# ---- alu_sequencer ----
Figure 1. Clock wires, drivers and flops (alu_sequencer).
Scale: 4 px per µm.
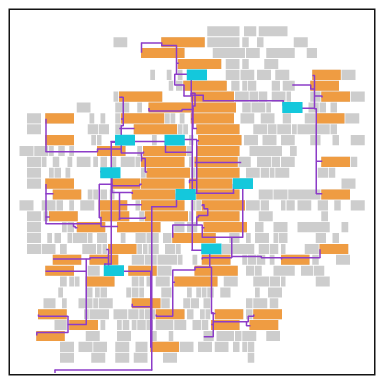
Figure 2. Met3 routing (alu_sequencer).
Scale: 3 px per µm.
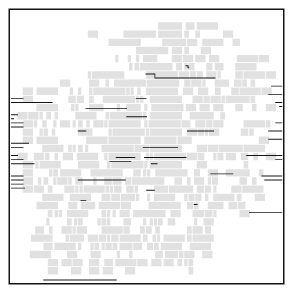
Figure 3. Register map, names as in the netlist (alu_sequencer).
Scale: 3 px per µm. Other sequential cells in the stronger gray, the rest of the logic in the fainter gray.
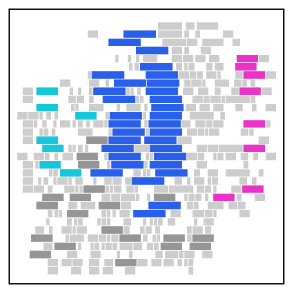
**src/rtl/alu_sequencer.sv**
```systemverilog
// -----------------------------------------------------------------------------
// alu_sequencer
//
// Upstream control stage for an 8-bit ALU. Accepts one 16-bit instruction at a
// time, holds a 4 x 8-bit register file and walks the ALU through a fixed
// operand-load / execute / writeback sequence. Load-immediate is executed
// internally and never touches the ALU.
//
// Instruction formats:
//   ALU op : [15:12] func, [11:10] rd, [9:8] ra, [7:6] rb, [5:0] ignored
//   LDI    : [15:12] LDI_OP, [11:10] rd, [7:0] imm, [9:8] ignored
//
// Handshake: an instruction transfers on a rising edge where instr_valid and
// instr_ready are both high. instr_ready is high only in IDLE and never while
// sync_reset is asserted; instr is ignored on every other edge, so holding
// instr_valid high while busy has no effect.
//
// Ports:
//   clk          in   system clock, rising-edge
//   sync_reset   in   synchronous active-high reset
//   instr        in   16-bit instruction word
//   instr_valid  in   instr is valid this cycle
//   instr_ready  out  sequencer can accept an instruction
//   alu_result   in   registered ALU result
//   bus          out  operand bus into the ALU
//   a_in         out  ALU A-operand load strobe
//   b_in         out  ALU B-operand load strobe
//   save_result  out  ALU result-register load strobe
//   func_sel     out  ALU function select
//   done         out  one-cycle pulse in the writeback cycle
//   dbg_sel      in   register-file observation address
//   dbg_data     out  combinational read of R[dbg_sel]
// -----------------------------------------------------------------------------
module alu_sequencer #(
    parameter int         DATA_W = 8,
    parameter logic [3:0] LDI_OP = 4'b0100
) (
    input  logic              clk,
    input  logic              sync_reset,
    input  logic [15:0]       instr,
    input  logic              instr_valid,
    output logic              instr_ready,
    input  logic [DATA_W-1:0] alu_result,
    output logic [DATA_W-1:0] bus,
    output logic              a_in,
    output logic              b_in,
    output logic              save_result,
    output logic [3:0]        func_sel,
    output logic              done,
    input  logic [1:0]        dbg_sel,
    output logic [DATA_W-1:0] dbg_data
);

    typedef enum logic [2:0] {
        IDLE   = 3'd0,
        LOAD_A = 3'd1,
        LOAD_B = 3'd2,
        EXEC   = 3'd3,
        WB     = 3'd4
    } state_t;

    state_t state;

    // Register file
    logic [DATA_W-1:0] regs [4];

    // Fields of the instruction being executed. ra is consumed on the
    // acceptance edge straight from instr, so it is not kept.
    logic [3:0]        func_q;
    logic [1:0]        rd_q;
    logic [1:0]        rb_q;
    logic [DATA_W-1:0] imm_q;

    // Fields of the instruction being offered
    logic [3:0] in_func;
    logic [1:0] in_rd;
    logic [1:0] in_ra;
    logic [1:0] in_rb;

    assign in_func = instr[15:12];
    assign in_rd   = instr[11:10];
    assign in_ra   = instr[9:8];
    assign in_rb   = instr[7:6];

    logic accept;
    assign accept = instr_ready && instr_valid;

    assign instr_ready = (state == IDLE) && !sync_reset;
    assign dbg_data    = regs[dbg_sel];

    // Single state machine. Every output is registered and set on the edge
    // that enters the state it belongs to, so each strobe lines up exactly
    // with the cycle the state is occupied.
    always_ff @(posedge clk) begin
        if (sync_reset) begin
            state       <= IDLE;
            for (int i = 0; i < 4; i++) regs[i] <= '0;
            func_q      <= '0;
            rd_q        <= '0;
            rb_q        <= '0;
            imm_q       <= '0;
            bus         <= '0;
            a_in        <= 1'b0;
            b_in        <= 1'b0;
            save_result <= 1'b0;
            func_sel    <= 4'b0000;
            done        <= 1'b0;
        end else begin
            case (state)
                IDLE: begin
                    if (accept) begin
                        func_q <= in_func;
                        rd_q   <= in_rd;
                        rb_q   <= in_rb;
                        imm_q  <= DATA_W'(instr[7:0]);
                        if (in_func == LDI_OP) begin
                            // Load-immediate skips the ALU entirely.
                            state <= WB;
                            done  <= 1'b1;
                        end else begin
                            // Operand A is read here; no write can land
                            // before LOAD_A, so this value is current.
                            state    <= LOAD_A;
                            bus      <= regs[in_ra];
                            a_in     <= 1'b1;
                            func_sel <= in_func;
                        end
                    end
                end

                LOAD_A: begin
                    state <= LOAD_B;
                    bus   <= regs[rb_q];
                    a_in  <= 1'b0;
                    b_in  <= 1'b1;
                end

                LOAD_B: begin
                    state       <= EXEC;
                    bus         <= '0;
                    b_in        <= 1'b0;
                    save_result <= 1'b1;
                end

                EXEC: begin
                    // The ALU captures its result on this edge, so
                    // alu_result is valid throughout WB.
                    state       <= WB;
                    save_result <= 1'b0;
                    done        <= 1'b1;
                end

                WB: begin
                    // Operands were captured by the ALU earlier, so an
                    // in-place write (rd == ra or rd == rb) is safe.
                    if (func_q == LDI_OP) regs[rd_q] <= imm_q;
                    else                  regs[rd_q] <= alu_result;
                    state    <= IDLE;
                    done     <= 1'b0;
                    func_sel <= 4'b0000;
                end

                default: begin
                    state       <= IDLE;
                    bus         <= '0;
                    a_in        <= 1'b0;
                    b_in        <= 1'b0;
                    save_result <= 1'b0;
                    func_sel    <= 4'b0000;
                    done        <= 1'b0;
                end
            endcase
        end
    end

endmodule

```
**config.mk**
```make
export PLATFORM = sky130hd
export DESIGN_NAME = alu_sequencer
export DESIGN_NICKNAME = d
export VERILOG_FILES = /design/src/rtl/alu_sequencer.sv
export SDC_FILE = /design/constraint.sdc
export NUM_CORES = 1
export LEC_CHECK = 0
export CAP_MARGIN = 10
export CORE_MARGIN = 2
export CORE_UTILIZATION = 43
export CTS_CLUSTER_DIAMETER = 40
export DETAILED_ROUTE_END_ITERATION = 7
export PLACE_DENSITY = 0.71
export SETUP_SLACK_MARGIN = 0.5
export SLEW_MARGIN = 10
export SYNTH_ARGS = -nofsm -noshare
export SYNTH_HDL_FRONTEND = slang
export SYNTH_SLANG_ARGS = --single-unit
```
**constraint.sdc**
```tcl
create_clock -name clk -period 2.9 [get_ports clk]
set_clock_uncertainty 0.1 [all_clocks]
set_input_delay 0.58 -clock clk [delete_from_list [all_inputs] [get_ports clk]]
set_output_delay 0.58 -clock clk [all_outputs]
set_load 0.01 [all_outputs]
```
==> flow_summary.rst <==
Physical design figures
=======================

.. list-table::
   :header-rows: 1

   * - Metric
     - Value
   * - Number of filler cells placed in the layout
     - between 600 and 700
   * - Post-route clock period utilization
     - 81.5%
   * - DPL Wire Length
     - 5370 µm
   * - Starting DRC count in detailed routing
     - 150
   * - Status
     - completed
   * - Final nets
     - 397
   * - Number of post-CTS setup repair buffers
     - 0
   * - Remaining antenna violation count after routing
     - 0
   * - Hold slack final
     - 0.357 ns
   * - Cell chosen for the clock root
     - sky130_fd_sc_hd__clkbuf_8
   * - Total die size
     - a little over 8000 µm²
   * - Data-path buffer share of cell area in the final layout
     - 14.9%
   * - Setup repair after global routing missed its margin
     - false
   * - Maximum net fanout on the critical path
     - 8
   * - Part of the total power dissipated in sequential elements
     - 51.7%
About Figure 1:
- clock drivers: cyan (count 9)
- flip-flops: orange (count 67)
- clock wires: purple (length 769 µm)
- routed clock nets: 10
clk latency late pin: 0.34 ns
clock distribution power: 0.000664 W
proportion of power drawn by the clock network: 31.2%

About Figure 2:
- wire length on this layer: 279 µm
- main direction: horizontal
- nets with wire on the layer: 38
- longest straight run: 24.2 µm
Total Wirelength: 7060 µm
global routing met3 resource utilization: 3.73%
number of vias in the routed layout: 2,501

About Figure 3:
- `bus`: magenta (placed flops 8)
- `regs`: blue (placed flops 32)
- `imm_q`: cyan (placed flops 7; where west)
register area: 1660 µm²
sequential portion of the cell area: 41.0%
power consumed by sequential cells: 0.00110 W
share of the core filled with cells: 55.6%

## flip-flops by register name (all words and copies together) (netlist names), named ones only
signal / flops
regs: 32
bus: 8
imm_q: 7
func_q: 4
func_sel: 4
state: 3
rd_q: 2
a_in: 1
b_in: 1
done: 1
rb_q: 1
save_result: 1
## tightest hold or removal path, delay by kind of cell (launching register included)
| kind | cells | cell delay [ns] |
|---|---|---|
| AND/OR/NAND/NOR | 1 | 0.05 |
| flip-flops | 1 | 0.31 |
| AND-OR/OR-AND | 1 | 0.05 |

# ---- al_i2c_seq_arbiter_flat ----
Figure 4. Metal layers overlaid (al_i2c_seq_arbiter_flat).
Scale: 4 px per µm.
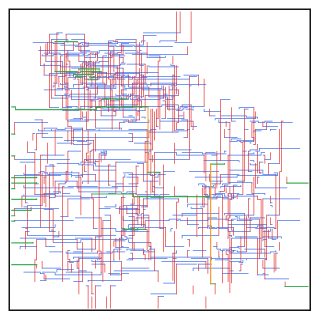
Figure 5. Track usage over the die (al_i2c_seq_arbiter_flat).
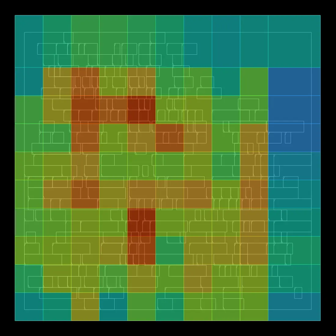
Figure 6. Met3 routing (al_i2c_seq_arbiter_flat).
Scale: 4 px per µm.
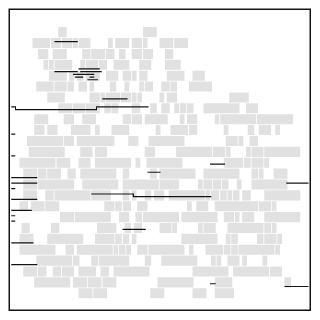
### src/rtl/al_i2c_seq_arbiter_pkg.sv
// Shared types and constants for the auto-load I2C sequence arbiter.
// Holds the FSM state encoding and the select/retry field widths.
package al_i2c_pkg;

  localparam int SEL_W    = 3;
  localparam int RETRY_W  = 3;
  localparam int MAX_NREQ = 8;

  typedef enum logic [2:0] {
    S_IDLE    = 3'd0,
    S_GRANT   = 3'd1,
    S_LAUNCH  = 3'd2,
    S_WAIT    = 3'd3,
    S_ABORT   = 3'd4,
    S_DONE_ST = 3'd5,
    S_FAIL    = 3'd6
  } arb_state_e;

endpackage

### src/rtl/al_i2c_seq_arbiter_if.sv
// Requester/engine side bundle of the sequence arbiter.
// master = arbiter, slave = requesters plus sequence engine.
interface al_i2c_seq_arbiter_if #(
  parameter int NREQ = 3
);

  logic [NREQ-1:0]                 REQ;
  logic [NREQ-1:0]                 GNT;
  logic [al_i2c_pkg::SEL_W-1:0]    SEL;
  logic                            AL_DATA_RDY;
  logic                            AL_ABORT;
  logic                            SEQ_DONE;
  logic [NREQ-1:0]                 DONE;
  logic [NREQ-1:0]                 ERR;
  logic                            BUSY;
  logic [al_i2c_pkg::RETRY_W-1:0]  RETRY_CNT;

  modport master (
    input  REQ, SEQ_DONE,
    output GNT, SEL, AL_DATA_RDY, AL_ABORT, DONE, ERR, BUSY, RETRY_CNT
  );

  modport slave (
    output REQ, SEQ_DONE,
    input  GNT, SEL, AL_DATA_RDY, AL_ABORT, DONE, ERR, BUSY, RETRY_CNT
  );

endinterface

### src/rtl/al_i2c_seq_arbiter_rr_pick.sv
// Combinational round-robin picker: first asserted request strictly after
// the pointer, wrapping modulo NREQ.
module rr_pick
  import al_i2c_pkg::*;
#(
  parameter int NREQ = 3
) (
  input  logic [NREQ-1:0]  req,
  input  logic [SEL_W-1:0] ptr,
  output logic [NREQ-1:0]  onehot,
  output logic [SEL_W-1:0] idx,
  output logic             valid
);

  localparam int SUM_W = SEL_W + 1;

  logic [MAX_NREQ-1:0] req_pad;
  logic [SUM_W-1:0]    sum  [NREQ];
  logic [SEL_W-1:0]    cand [NREQ];

  assign req_pad = MAX_NREQ'(req);

  // cand[k] is the requester at priority rank k; wrap by one conditional subtract
  genvar gi;
  generate
    for (gi = 0; gi < NREQ; gi++) begin : g_cand
      assign sum[gi]  = {1'b0, ptr} + SUM_W'(gi + 1);
      assign cand[gi] = (sum[gi] >= SUM_W'(NREQ)) ? SEL_W'(sum[gi] - SUM_W'(NREQ))
                                                  : sum[gi][SEL_W-1:0];
    end
  endgenerate

  always_comb begin
    idx   = '0;
    valid = 1'b0;
    for (int k = NREQ - 1; k >= 0; k--) begin
      if (req_pad[cand[k]]) begin
        idx   = cand[k];
        valid = 1'b1;
      end
    end
  end

  assign onehot = valid ? (NREQ'(1) << idx) : '0;

endmodule

### src/rtl/al_i2c_seq_arbiter.sv
// Round-robin owner of the auto-load I2C sequence engine with a per-run
// watchdog, bounded relaunch and per-requester DONE/ERR pulses.
module al_i2c_seq_arbiter
  import al_i2c_pkg::*;
#(
  parameter int          NREQ       = 3,
  parameter int          TMO_W      = 16,
  parameter int unsigned TMO_CYCLES = 32'h0000_FFFF,
  parameter int          MAX_RETRY  = 2
) (
  input logic                   CLK,
  input logic                   RST_N,
  al_i2c_seq_arbiter_if.master  bus
);

  localparam logic [TMO_W-1:0]   TMO_LAST  = TMO_W'(TMO_CYCLES - 1);
  localparam logic [RETRY_W-1:0] RETRY_LIM = RETRY_W'(MAX_RETRY);

  arb_state_e         state_reg, state_next;
  logic [TMO_W-1:0]   wdog_reg;
  logic [SEL_W-1:0]   ptr_reg, sel_reg, pick_idx;
  logic [NREQ-1:0]    gnt_reg, done_reg, err_reg, pick_onehot;
  logic [RETRY_W-1:0] retry_reg;
  logic               rdy_reg, abort_reg, busy_reg;
  logic               pick_valid, timeout;

  rr_pick #(.NREQ(NREQ)) u_pick (
    .req    (bus.REQ),
    .ptr    (ptr_reg),
    .onehot (pick_onehot),
    .idx    (pick_idx),
    .valid  (pick_valid)
  );

  assign timeout = (wdog_reg == TMO_LAST);

  // Completion is tested before the watchdog so a coincident SEQ_DONE wins.
  always_comb begin
    state_next = state_reg;
    case (state_reg)
      S_IDLE:    if (pick_valid) state_next = S_GRANT;
      S_GRANT:   state_next = S_LAUNCH;
      S_LAUNCH:  state_next = S_WAIT;
      S_WAIT: begin
        if (bus.SEQ_DONE)    state_next = S_DONE_ST;
        else if (timeout)    state_next = (retry_reg < RETRY_LIM) ? S_ABORT : S_FAIL;
      end
      S_ABORT:   state_next = S_LAUNCH;
      S_DONE_ST: state_next = S_IDLE;
      S_FAIL:    state_next = S_IDLE;
      default:   state_next = S_IDLE;
    endcase
  end

  always_ff @(posedge CLK or negedge RST_N) begin
    if (!RST_N) begin
      state_reg <= S_IDLE;
      wdog_reg  <= '0;
      ptr_reg   <= SEL_W'(NREQ - 1);
      sel_reg   <= '0;
      gnt_reg   <= '0;
      done_reg  <= '0;
      err_reg   <= '0;
      retry_reg <= '0;
      rdy_reg   <= 1'b0;
      abort_reg <= 1'b0;
      busy_reg  <= 1'b0;
    end else begin
      state_reg <= state_next;
      busy_reg  <= (state_next != S_IDLE);
      rdy_reg   <= (state_next == S_LAUNCH);
      abort_reg <= (state_next == S_ABORT);
      done_reg  <= (state_next == S_DONE_ST) ? gnt_reg : '0;
      err_reg   <= (state_next == S_FAIL)    ? gnt_reg : '0;
      wdog_reg  <= (state_reg == S_WAIT && state_next == S_WAIT) ? wdog_reg + 1'b1 : '0;

      // Winner is frozen here; later REQ activity cannot disturb the service.
      if (state_reg == S_IDLE && state_next == S_GRANT) begin
        gnt_reg   <= pick_onehot;
        sel_reg   <= pick_idx;
        ptr_reg   <= pick_idx;
        retry_reg <= '0;
      end else if (state_next == S_DONE_ST || state_next == S_FAIL || state_next == S_IDLE) begin
        gnt_reg   <= '0;
        sel_reg   <= '0;
        retry_reg <= '0;
      end else if (state_next == S_ABORT) begin
        retry_reg <= retry_reg + 1'b1;
      end
    end
  end

  assign bus.GNT         = gnt_reg;
  assign bus.SEL         = sel_reg;
  assign bus.AL_DATA_RDY = rdy_reg;
  assign bus.AL_ABORT    = abort_reg;
  assign bus.DONE        = done_reg;
  assign bus.ERR         = err_reg;
  assign bus.BUSY        = busy_reg;
  assign bus.RETRY_CNT   = retry_reg;

endmodule

### src/flat_wrapper.sv
// flat-port wrapper written by rule: the top's interface ports become plain ports
module al_i2c_seq_arbiter_flat import al_i2c_pkg::*;
#(
  parameter int          NREQ       = 3,
  parameter int          TMO_W      = 16,
  parameter int unsigned TMO_CYCLES = 32'h0000_FFFF,
  parameter int          MAX_RETRY  = 2
)
  (CLK, RST_N, bus_REQ, bus_SEQ_DONE, bus_GNT, bus_SEL, bus_AL_DATA_RDY, bus_AL_ABORT, bus_DONE, bus_ERR, bus_BUSY, bus_RETRY_CNT);
  al_i2c_seq_arbiter_if #(.NREQ(NREQ)) bus_i ();
  input logic CLK;
  input logic RST_N;
  input wire logic [$bits(bus_i.REQ)-1:0] bus_REQ;
  input wire logic [$bits(bus_i.SEQ_DONE)-1:0] bus_SEQ_DONE;
  output wire logic [$bits(bus_i.GNT)-1:0] bus_GNT;
  output wire logic [$bits(bus_i.SEL)-1:0] bus_SEL;
  output wire logic [$bits(bus_i.AL_DATA_RDY)-1:0] bus_AL_DATA_RDY;
  output wire logic [$bits(bus_i.AL_ABORT)-1:0] bus_AL_ABORT;
  output wire logic [$bits(bus_i.DONE)-1:0] bus_DONE;
  output wire logic [$bits(bus_i.ERR)-1:0] bus_ERR;
  output wire logic [$bits(bus_i.BUSY)-1:0] bus_BUSY;
  output wire logic [$bits(bus_i.RETRY_CNT)-1:0] bus_RETRY_CNT;
  assign bus_i.REQ = bus_REQ;
  assign bus_i.SEQ_DONE = bus_SEQ_DONE;
  assign bus_GNT = bus_i.GNT;
  assign bus_SEL = bus_i.SEL;
  assign bus_AL_DATA_RDY = bus_i.AL_DATA_RDY;
  assign bus_AL_ABORT = bus_i.AL_ABORT;
  assign bus_DONE = bus_i.DONE;
  assign bus_ERR = bus_i.ERR;
  assign bus_BUSY = bus_i.BUSY;
  assign bus_RETRY_CNT = bus_i.RETRY_CNT;
  al_i2c_seq_arbiter #(.NREQ(NREQ), .TMO_W(TMO_W), .TMO_CYCLES(TMO_CYCLES), .MAX_RETRY(MAX_RETRY)) u_core (.CLK(CLK), .RST_N(RST_N), .bus(bus_i));
endmodule
### config.mk
export PLATFORM = sky130hd
export DESIGN_NAME = al_i2c_seq_arbiter_flat
export DESIGN_NICKNAME = d
export VERILOG_FILES = /design/src/rtl/al_i2c_seq_arbiter_pkg.sv /design/src/rtl/al_i2c_seq_arbiter_if.sv /design/src/rtl/al_i2c_seq_arbiter_rr_pick.sv /design/src/rtl/al_i2c_seq_arbiter.sv /design/src/flat_wrapper.sv
export SDC_FILE = /design/constraint.sdc
export NUM_CORES = 1
export LEC_CHECK = 0
export CORE_MARGIN = 2
export CORE_UTILIZATION = 45
export CTS_CLUSTER_DIAMETER = 80
export CTS_CLUSTER_SIZE = 40
export DETAILED_ROUTE_END_ITERATION = 6
export GPL_ROUTABILITY_DRIVEN = 0
export HOLD_SLACK_MARGIN = 0.08
export MAX_ROUTING_LAYER = met4
export PLACE_DENSITY_LB_ADDON = 0.2
export SYNTH_ARGS = -nofsm -noshare
export SYNTH_HDL_FRONTEND = slang
export SYNTH_SLANG_ARGS = --single-unit
### constraint.sdc
create_clock -name CLK -period 3.2 [get_ports CLK]
set_input_delay 0.8 -clock CLK [delete_from_list [all_inputs] [get_ports CLK]]
set_output_delay 0.8 -clock CLK [all_outputs]
set_load 0.03 [all_outputs]
==> flow_summary.rst <==
Physical design figures
=======================

.. list-table::
   :header-rows: 1

   * - Metric
     - Value
   * - Comb group
     - just under 0.001 W
   * - Number of sequential cells
     - 40
   * - Top cell class by occupied area
     - multi-input combinational cells
   * - Data-path buffer share of cell area in the final layout
     - under 10%
   * - Setup crit start
     - u_core.ptr_reg[1]
   * - Most repeated library cell on the critical path
     - sky130_fd_sc_hd__nor2_1
   * - Total number of cells along the worst setup path
     - 10
   * - Status
     - completed
   * - Hold-fix buffers at CTS
     - 0
   * - Register-to-register setup slack
     - between 0.4 and 0.5 ns
   * - Slew at the pin closest to its max-slew limit
     - 0.851 ns
   * - Combinational share of cell area
     - 44.0%
   * - Setup repair after global routing missed its margin
     - false
   * - Clock buffer depth
     - 2
   * - Antenna cells
     - 0
   * - Sw Pwr
     - 0.000815 W
   * - Final total negative setup slack
     - 0 ns
   * - M1 WL
     - 2250 µm
   * - Number of filler cells placed in the layout
     - 436
   * - Relative slew margins
     - 43.3%
   * - Global-route wire length before repair
     - 7410 µm
   * - Placed instance count
     - around 320
   * - DPL Wire Length
     - around 3000 µm
   * - Share of synthesized cell area in and, or, nand and nor gates
     - 23.7%
   * - Combinational family with the most area after synthesis
     - simple AND/OR/NAND/NOR gates
   * - Buf+Inv Stages, Crit Path
     - 2
   * - Post-synth EDFFs
     - 0
   * - Synthesized netlist cell count
     - 232
## Picture notes: Figure 4
- metal 3: green (wire length 166 µm)
- metal 1: blue (wire length 2,250 µm)
- metal 4: orange (wire length 46.2 µm)
- metal 2: red (wire length 1,910 µm)
average detailed-routed wire length per instance: 13.4 µm
Total Wirelength: 4370 µm
number of vias in the routed layout: 1,755

## Picture notes: Figure 5
global routing met3 resource utilization: 4.02%
total global routing track utilization: 17.8%
grt peak-use layer: met1

## Picture notes: Figure 6
- main direction: horizontal
- nets with wire on the layer: 24

-- metrics by stage --
stage | instance area, µm² | total power (W) | setup WS, ns | util, %
after floorplan | 2260 | 0.00137 | 0.580 | -
after global routing | 2690 | 0.00224 | 0.211 | 56.2
after detailed placement | 2560 | 0.00164 | 0.278 | 53.5
after CTS | 2690 | 0.00209 | 0.411 | 56.2
after global placement | 2560 | 0.00164 | 0.295 | 53.5
final | 2690 | 0.00209 | 0.405 | 56.2

# ---- data_memory_adapter ----
<file path="config.mk">
export PLATFORM = sky130hd
export DESIGN_NAME = data_memory_adapter
export DESIGN_NICKNAME = d
export VERILOG_FILES = /design/src/rtl/data_memory_adapter_pkg.sv /design/src/rtl/data_memory_adapter_aligner.sv /design/src/rtl/data_memory_adapter.sv
export SDC_FILE = /design/constraint.sdc
export NUM_CORES = 1
export LEC_CHECK = 0
export ABC_AREA = 1
export CAP_MARGIN = 20
export CORE_ASPECT_RATIO = 0.5
export CORE_MARGIN = 2
export CORE_UTILIZATION = 49
export DETAILED_ROUTE_END_ITERATION = 16
export GPL_TIMING_DRIVEN = 0
export PLACE_DENSITY = 0.87
export REMOVE_ABC_BUFFERS = 1
export SETUP_SLACK_MARGIN = 0.05
export SLEW_MARGIN = 15
export SYNTH_ARGS = -nofsm -noshare
export SYNTH_HDL_FRONTEND = slang
export SYNTH_SLANG_ARGS = --single-unit
</file>
<file path="constraint.sdc">
create_clock -name clk -period 3.4 [get_ports clk]
set_input_delay 0.85 -clock clk [delete_from_list [all_inputs] [get_ports clk]]
set_output_delay 0.85 -clock clk [all_outputs]
set_load 0.005 [all_outputs]
</file>
<file path="src/rtl/data_memory_adapter_pkg.sv">
// Shared constants and types for the data memory adapter.
// Holds funct3 encodings, FSM states and byte-enable patterns.
package data_memory_adapter_pkg;

  localparam logic [2:0] F3_B  = 3'b000;
  localparam logic [2:0] F3_H  = 3'b001;
  localparam logic [2:0] F3_W  = 3'b010;
  localparam logic [2:0] F3_BU = 3'b100;
  localparam logic [2:0] F3_HU = 3'b101;

  localparam logic [3:0] BE_BYTE = 4'b0001;
  localparam logic [3:0] BE_HALF = 4'b0011;
  localparam logic [3:0] BE_WORD = 4'b1111;

  typedef enum logic [1:0] {
    S_IDLE,
    S_ISSUE,
    S_WAIT,
    S_RESPOND
  } state_t;

  function automatic logic opt_undefined(input logic [2:0] opt);
    return (opt == 3'b011) || (opt == 3'b110) || (opt == 3'b111);
  endfunction

endpackage

</file>
<file path="src/rtl/data_memory_adapter_aligner.sv">
// Combinational lane logic for sub-word stores and loads.
// Store side builds strobes/lanes, load side selects and extends.
module load_store_aligner
  import data_memory_adapter_pkg::*;
(
  input  logic [2:0]  i_option,
  input  logic [1:0]  i_byte_off,
  input  logic [31:0] i_store_data,
  input  logic [31:0] i_load_data,
  output logic [3:0]  o_be,
  output logic [31:0] o_wdata,
  output logic [31:0] o_load_data
);

  logic [7:0]  w_byte;
  logic [15:0] w_half;

  // Store lanes: replicate the datum, strobe only its lanes
  always_comb begin
    o_be    = BE_WORD;
    o_wdata = i_store_data;
    case (i_option[1:0])
      2'b00: begin
        o_be    = BE_BYTE << i_byte_off;
        o_wdata = {4{i_store_data[7:0]}};
      end
      2'b01: begin
        o_be    = BE_HALF << i_byte_off;
        o_wdata = {2{i_store_data[15:0]}};
      end
      default: begin
        o_be    = BE_WORD;
        o_wdata = i_store_data;
      end
    endcase
  end

  // Load lanes: pick byte/halfword, then sign or zero extend
  always_comb begin
    w_byte = i_load_data[7:0];
    case (i_byte_off)
      2'd0:    w_byte = i_load_data[7:0];
      2'd1:    w_byte = i_load_data[15:8];
      2'd2:    w_byte = i_load_data[23:16];
      default: w_byte = i_load_data[31:24];
    endcase
    w_half = i_byte_off[1] ? i_load_data[31:16] : i_load_data[15:0];
    case (i_option)
      F3_B:    o_load_data = {{24{w_byte[7]}}, w_byte};
      F3_BU:   o_load_data = {24'h0, w_byte};
      F3_H:    o_load_data = {{16{w_half[15]}}, w_half};
      F3_HU:   o_load_data = {16'h0, w_half};
      default: o_load_data = i_load_data;
    endcase
  end

endmodule

</file>
<file path="src/rtl/data_memory_adapter.sv">
// Core memory bus to word-addressed byte-enable RAM adapter.
// One RAM access per request, single-cycle completion pulse.
module data_memory_adapter
  import data_memory_adapter_pkg::*;
#(
  parameter int unsigned ADDR_WIDTH   = 12,
  parameter logic [31:0] BASE_ADDRESS = 32'h00000000,
  parameter int unsigned READ_LATENCY = 1
) (
  input  logic                  clk,
  input  logic                  reset,
  input  logic                  req_read,
  input  logic                  req_write,
  input  logic [2:0]            req_option,
  input  logic [31:0]           req_address,
  input  logic [31:0]           req_write_data,
  output logic                  rsp_valid,
  output logic                  rsp_error,
  output logic [31:0]           rsp_read_data,
  output logic                  mem_en,
  output logic [3:0]            mem_we,
  output logic [ADDR_WIDTH-1:0] mem_addr,
  output logic [31:0]           mem_wdata,
  input  logic [31:0]           mem_rdata
);

  localparam logic [2:0] LP_LAT = 3'(READ_LATENCY);

  state_t                r_state;
  logic [2:0]            r_option;
  logic [1:0]            r_byte_off;
  logic                  r_is_write;
  logic [2:0]            r_cnt;
  logic                  r_rsp_valid;
  logic                  r_rsp_error;
  logic [31:0]           r_rsp_data;
  logic                  r_mem_en;
  logic [3:0]            r_mem_we;
  logic [ADDR_WIDTH-1:0] r_mem_addr;
  logic [31:0]           r_mem_wdata;

  logic [31:0] w_offset;
  logic        w_misaligned;
  logic        w_range_err;
  logic        w_err;
  logic [2:0]  w_al_opt;
  logic [1:0]  w_al_off;
  logic [3:0]  w_be;
  logic [31:0] w_wdata;
  logic [31:0] w_load;

  // BASE_ADDRESS is expected word aligned, so offset low bits are the lane
  assign w_offset    = req_address - BASE_ADDRESS;
  assign w_range_err = |w_offset[31:ADDR_WIDTH+2];

  // Alignment check by access size
  always_comb begin
    w_misaligned = 1'b0;
    case (req_option[1:0])
      2'b01:   w_misaligned = w_offset[0];
      2'b10:   w_misaligned = |w_offset[1:0];
      default: w_misaligned = 1'b0;
    endcase
  end

  assign w_err = w_misaligned | w_range_err
               | (req_read & req_write)
               | opt_undefined(req_option);

  // Live request drives the aligner in IDLE, latched one afterwards
  assign w_al_opt = (r_state == S_IDLE) ? req_option : r_option;
  assign w_al_off = (r_state == S_IDLE) ? w_offset[1:0] : r_byte_off;

  load_store_aligner u_aligner (
    .i_option     (w_al_opt),
    .i_byte_off   (w_al_off),
    .i_store_data (req_write_data),
    .i_load_data  (mem_rdata),
    .o_be         (w_be),
    .o_wdata      (w_wdata),
    .o_load_data  (w_load)
  );

  // Request FSM with registered RAM strobes and response
  always_ff @(posedge clk) begin
    if (reset) begin
      r_state     <= S_IDLE;
      r_option    <= '0;
      r_byte_off  <= '0;
      r_is_write  <= 1'b0;
      r_cnt       <= '0;
      r_rsp_valid <= 1'b0;
      r_rsp_error <= 1'b0;
      r_rsp_data  <= '0;
      r_mem_en    <= 1'b0;
      r_mem_we    <= '0;
      r_mem_addr  <= '0;
      r_mem_wdata <= '0;
    end else begin
      case (r_state)
        S_IDLE: begin
          if (req_read || req_write) begin
            r_option   <= req_option;
            r_byte_off <= w_offset[1:0];
            r_is_write <= req_write;
            if (w_err) begin
              r_rsp_valid <= 1'b1;
              r_rsp_error <= 1'b1;
              r_state     <= S_RESPOND;
            end else begin
              r_mem_en    <= 1'b1;
              r_mem_we    <= req_write ? w_be : 4'b0000;
              r_mem_addr  <= w_offset[ADDR_WIDTH+1:2];
              r_mem_wdata <= req_write ? w_wdata : 32'h0;
              r_state     <= S_ISSUE;
            end
          end
        end
        S_ISSUE: begin
          r_mem_en <= 1'b0;
          r_mem_we <= 4'b0000;
          if (r_is_write) begin
            r_rsp_valid <= 1'b1;
            r_state     <= S_RESPOND;
          end else begin
            r_cnt   <= LP_LAT;
            r_state <= S_WAIT;
          end
        end
        S_WAIT: begin
          if (r_cnt == 3'd1) begin
            r_rsp_data  <= w_load;
            r_rsp_valid <= 1'b1;
            r_state     <= S_RESPOND;
          end else begin
            r_cnt <= r_cnt - 3'd1;
          end
        end
        default: begin
          r_rsp_valid <= 1'b0;
          r_rsp_error <= 1'b0;
          r_state     <= S_IDLE;
        end
      endcase
    end
  end

  assign rsp_valid     = r_rsp_valid;
  assign rsp_error     = r_rsp_error;
  assign rsp_read_data = r_rsp_data;
  assign mem_en        = r_mem_en;
  assign mem_we        = r_mem_we;
  assign mem_addr      = r_mem_addr;
  assign mem_wdata     = r_mem_wdata;

endmodule
</file>
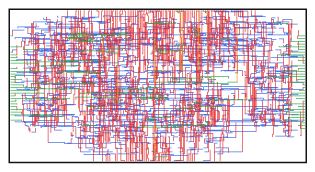
Figure 7: data_memory_adapter, metal layers overlaid.
Scale: 2 px per µm.
- metal 2: red (wire length 7,430 µm)
- metal 3: green (wire length 1,100 µm)
- metal 1: blue (wire length 6,280 µm)
- metal 4: orange (wire length 233 µm)
number of vias in the routed layout: 5,384
total global routing track utilization: 26.0%
average detailed-routed wire length per instance: 14.5 µm
Total Wirelength: 15,000 µm

==> flow_summary.rst <==
Physical design figures
=======================

.. list-table::
   :header-rows: 1

   * - Metric
     - Value
   * - Unique cell type count in the Yosys netlist
     - 32
   * - Leading cell types by total area after synthesis
     - sky130_fd_sc_hd__dfxtp_1 37%, sky130_fd_sc_hd__nand2_1 10%, sky130_fd_sc_hd__nor2_1 10%
   * - Cell accounting for the most synthesized area
     - sky130_fd_sc_hd__dfxtp_1
   * - Count of instances resized after the clock tree is built
     - 1
   * - DPL Wire Length
     - ~10,000 µm
   * - Number of buffers added by the clock tree synthesis step
     - 9
   * - Relative slew margins
     - 33.6%
   * - Setup repair after global routing missed its margin
     - false
   * - Worst Skew
     - around 0.0066 ns
   * - Share of final-layout standard cells stronger than drive strength 1
     - roughly 8.1%
   * - Library cell with the highest instance count after synthesis
     - sky130_fd_sc_hd__nand2_1
   * - Maximum net fanout on the critical path
     - between 50 and 60
   * - Status
     - completed
   * - Register area
     - 1880 µm²
   * - Portion of netlist area occupied by mux cells
     - 0%
   * - Port-buffer cells
     - 185
   * - Pin count of the biggest net entering global routing
     - 53
-- final cells by class --
cell class	count	share of cell area [%]
flip-flops and latches	94	26.2
multi-input cells	534	37.1
clock buffers	9	3.13
repair buffers	189	26.9
well taps	140	2.44
clock inverters	7	0.818
inverters	65	3.46
-- through the flow --
stage | area, µm² | std cells | setup slack (ns)
after floorplan | 4790 | 693 | 0.662
after global placement | 6820 | 1018 | -0.688
after detailed placement | 6900 | 1022 | -0.544
after CTS | 7190 | 1038 | 0.102
after global routing | 7190 | 1038 | 0.115
final | 7190 | 1038 | 0.319

Power figures rest on the tool's default switching activity, not on a simulated workload.
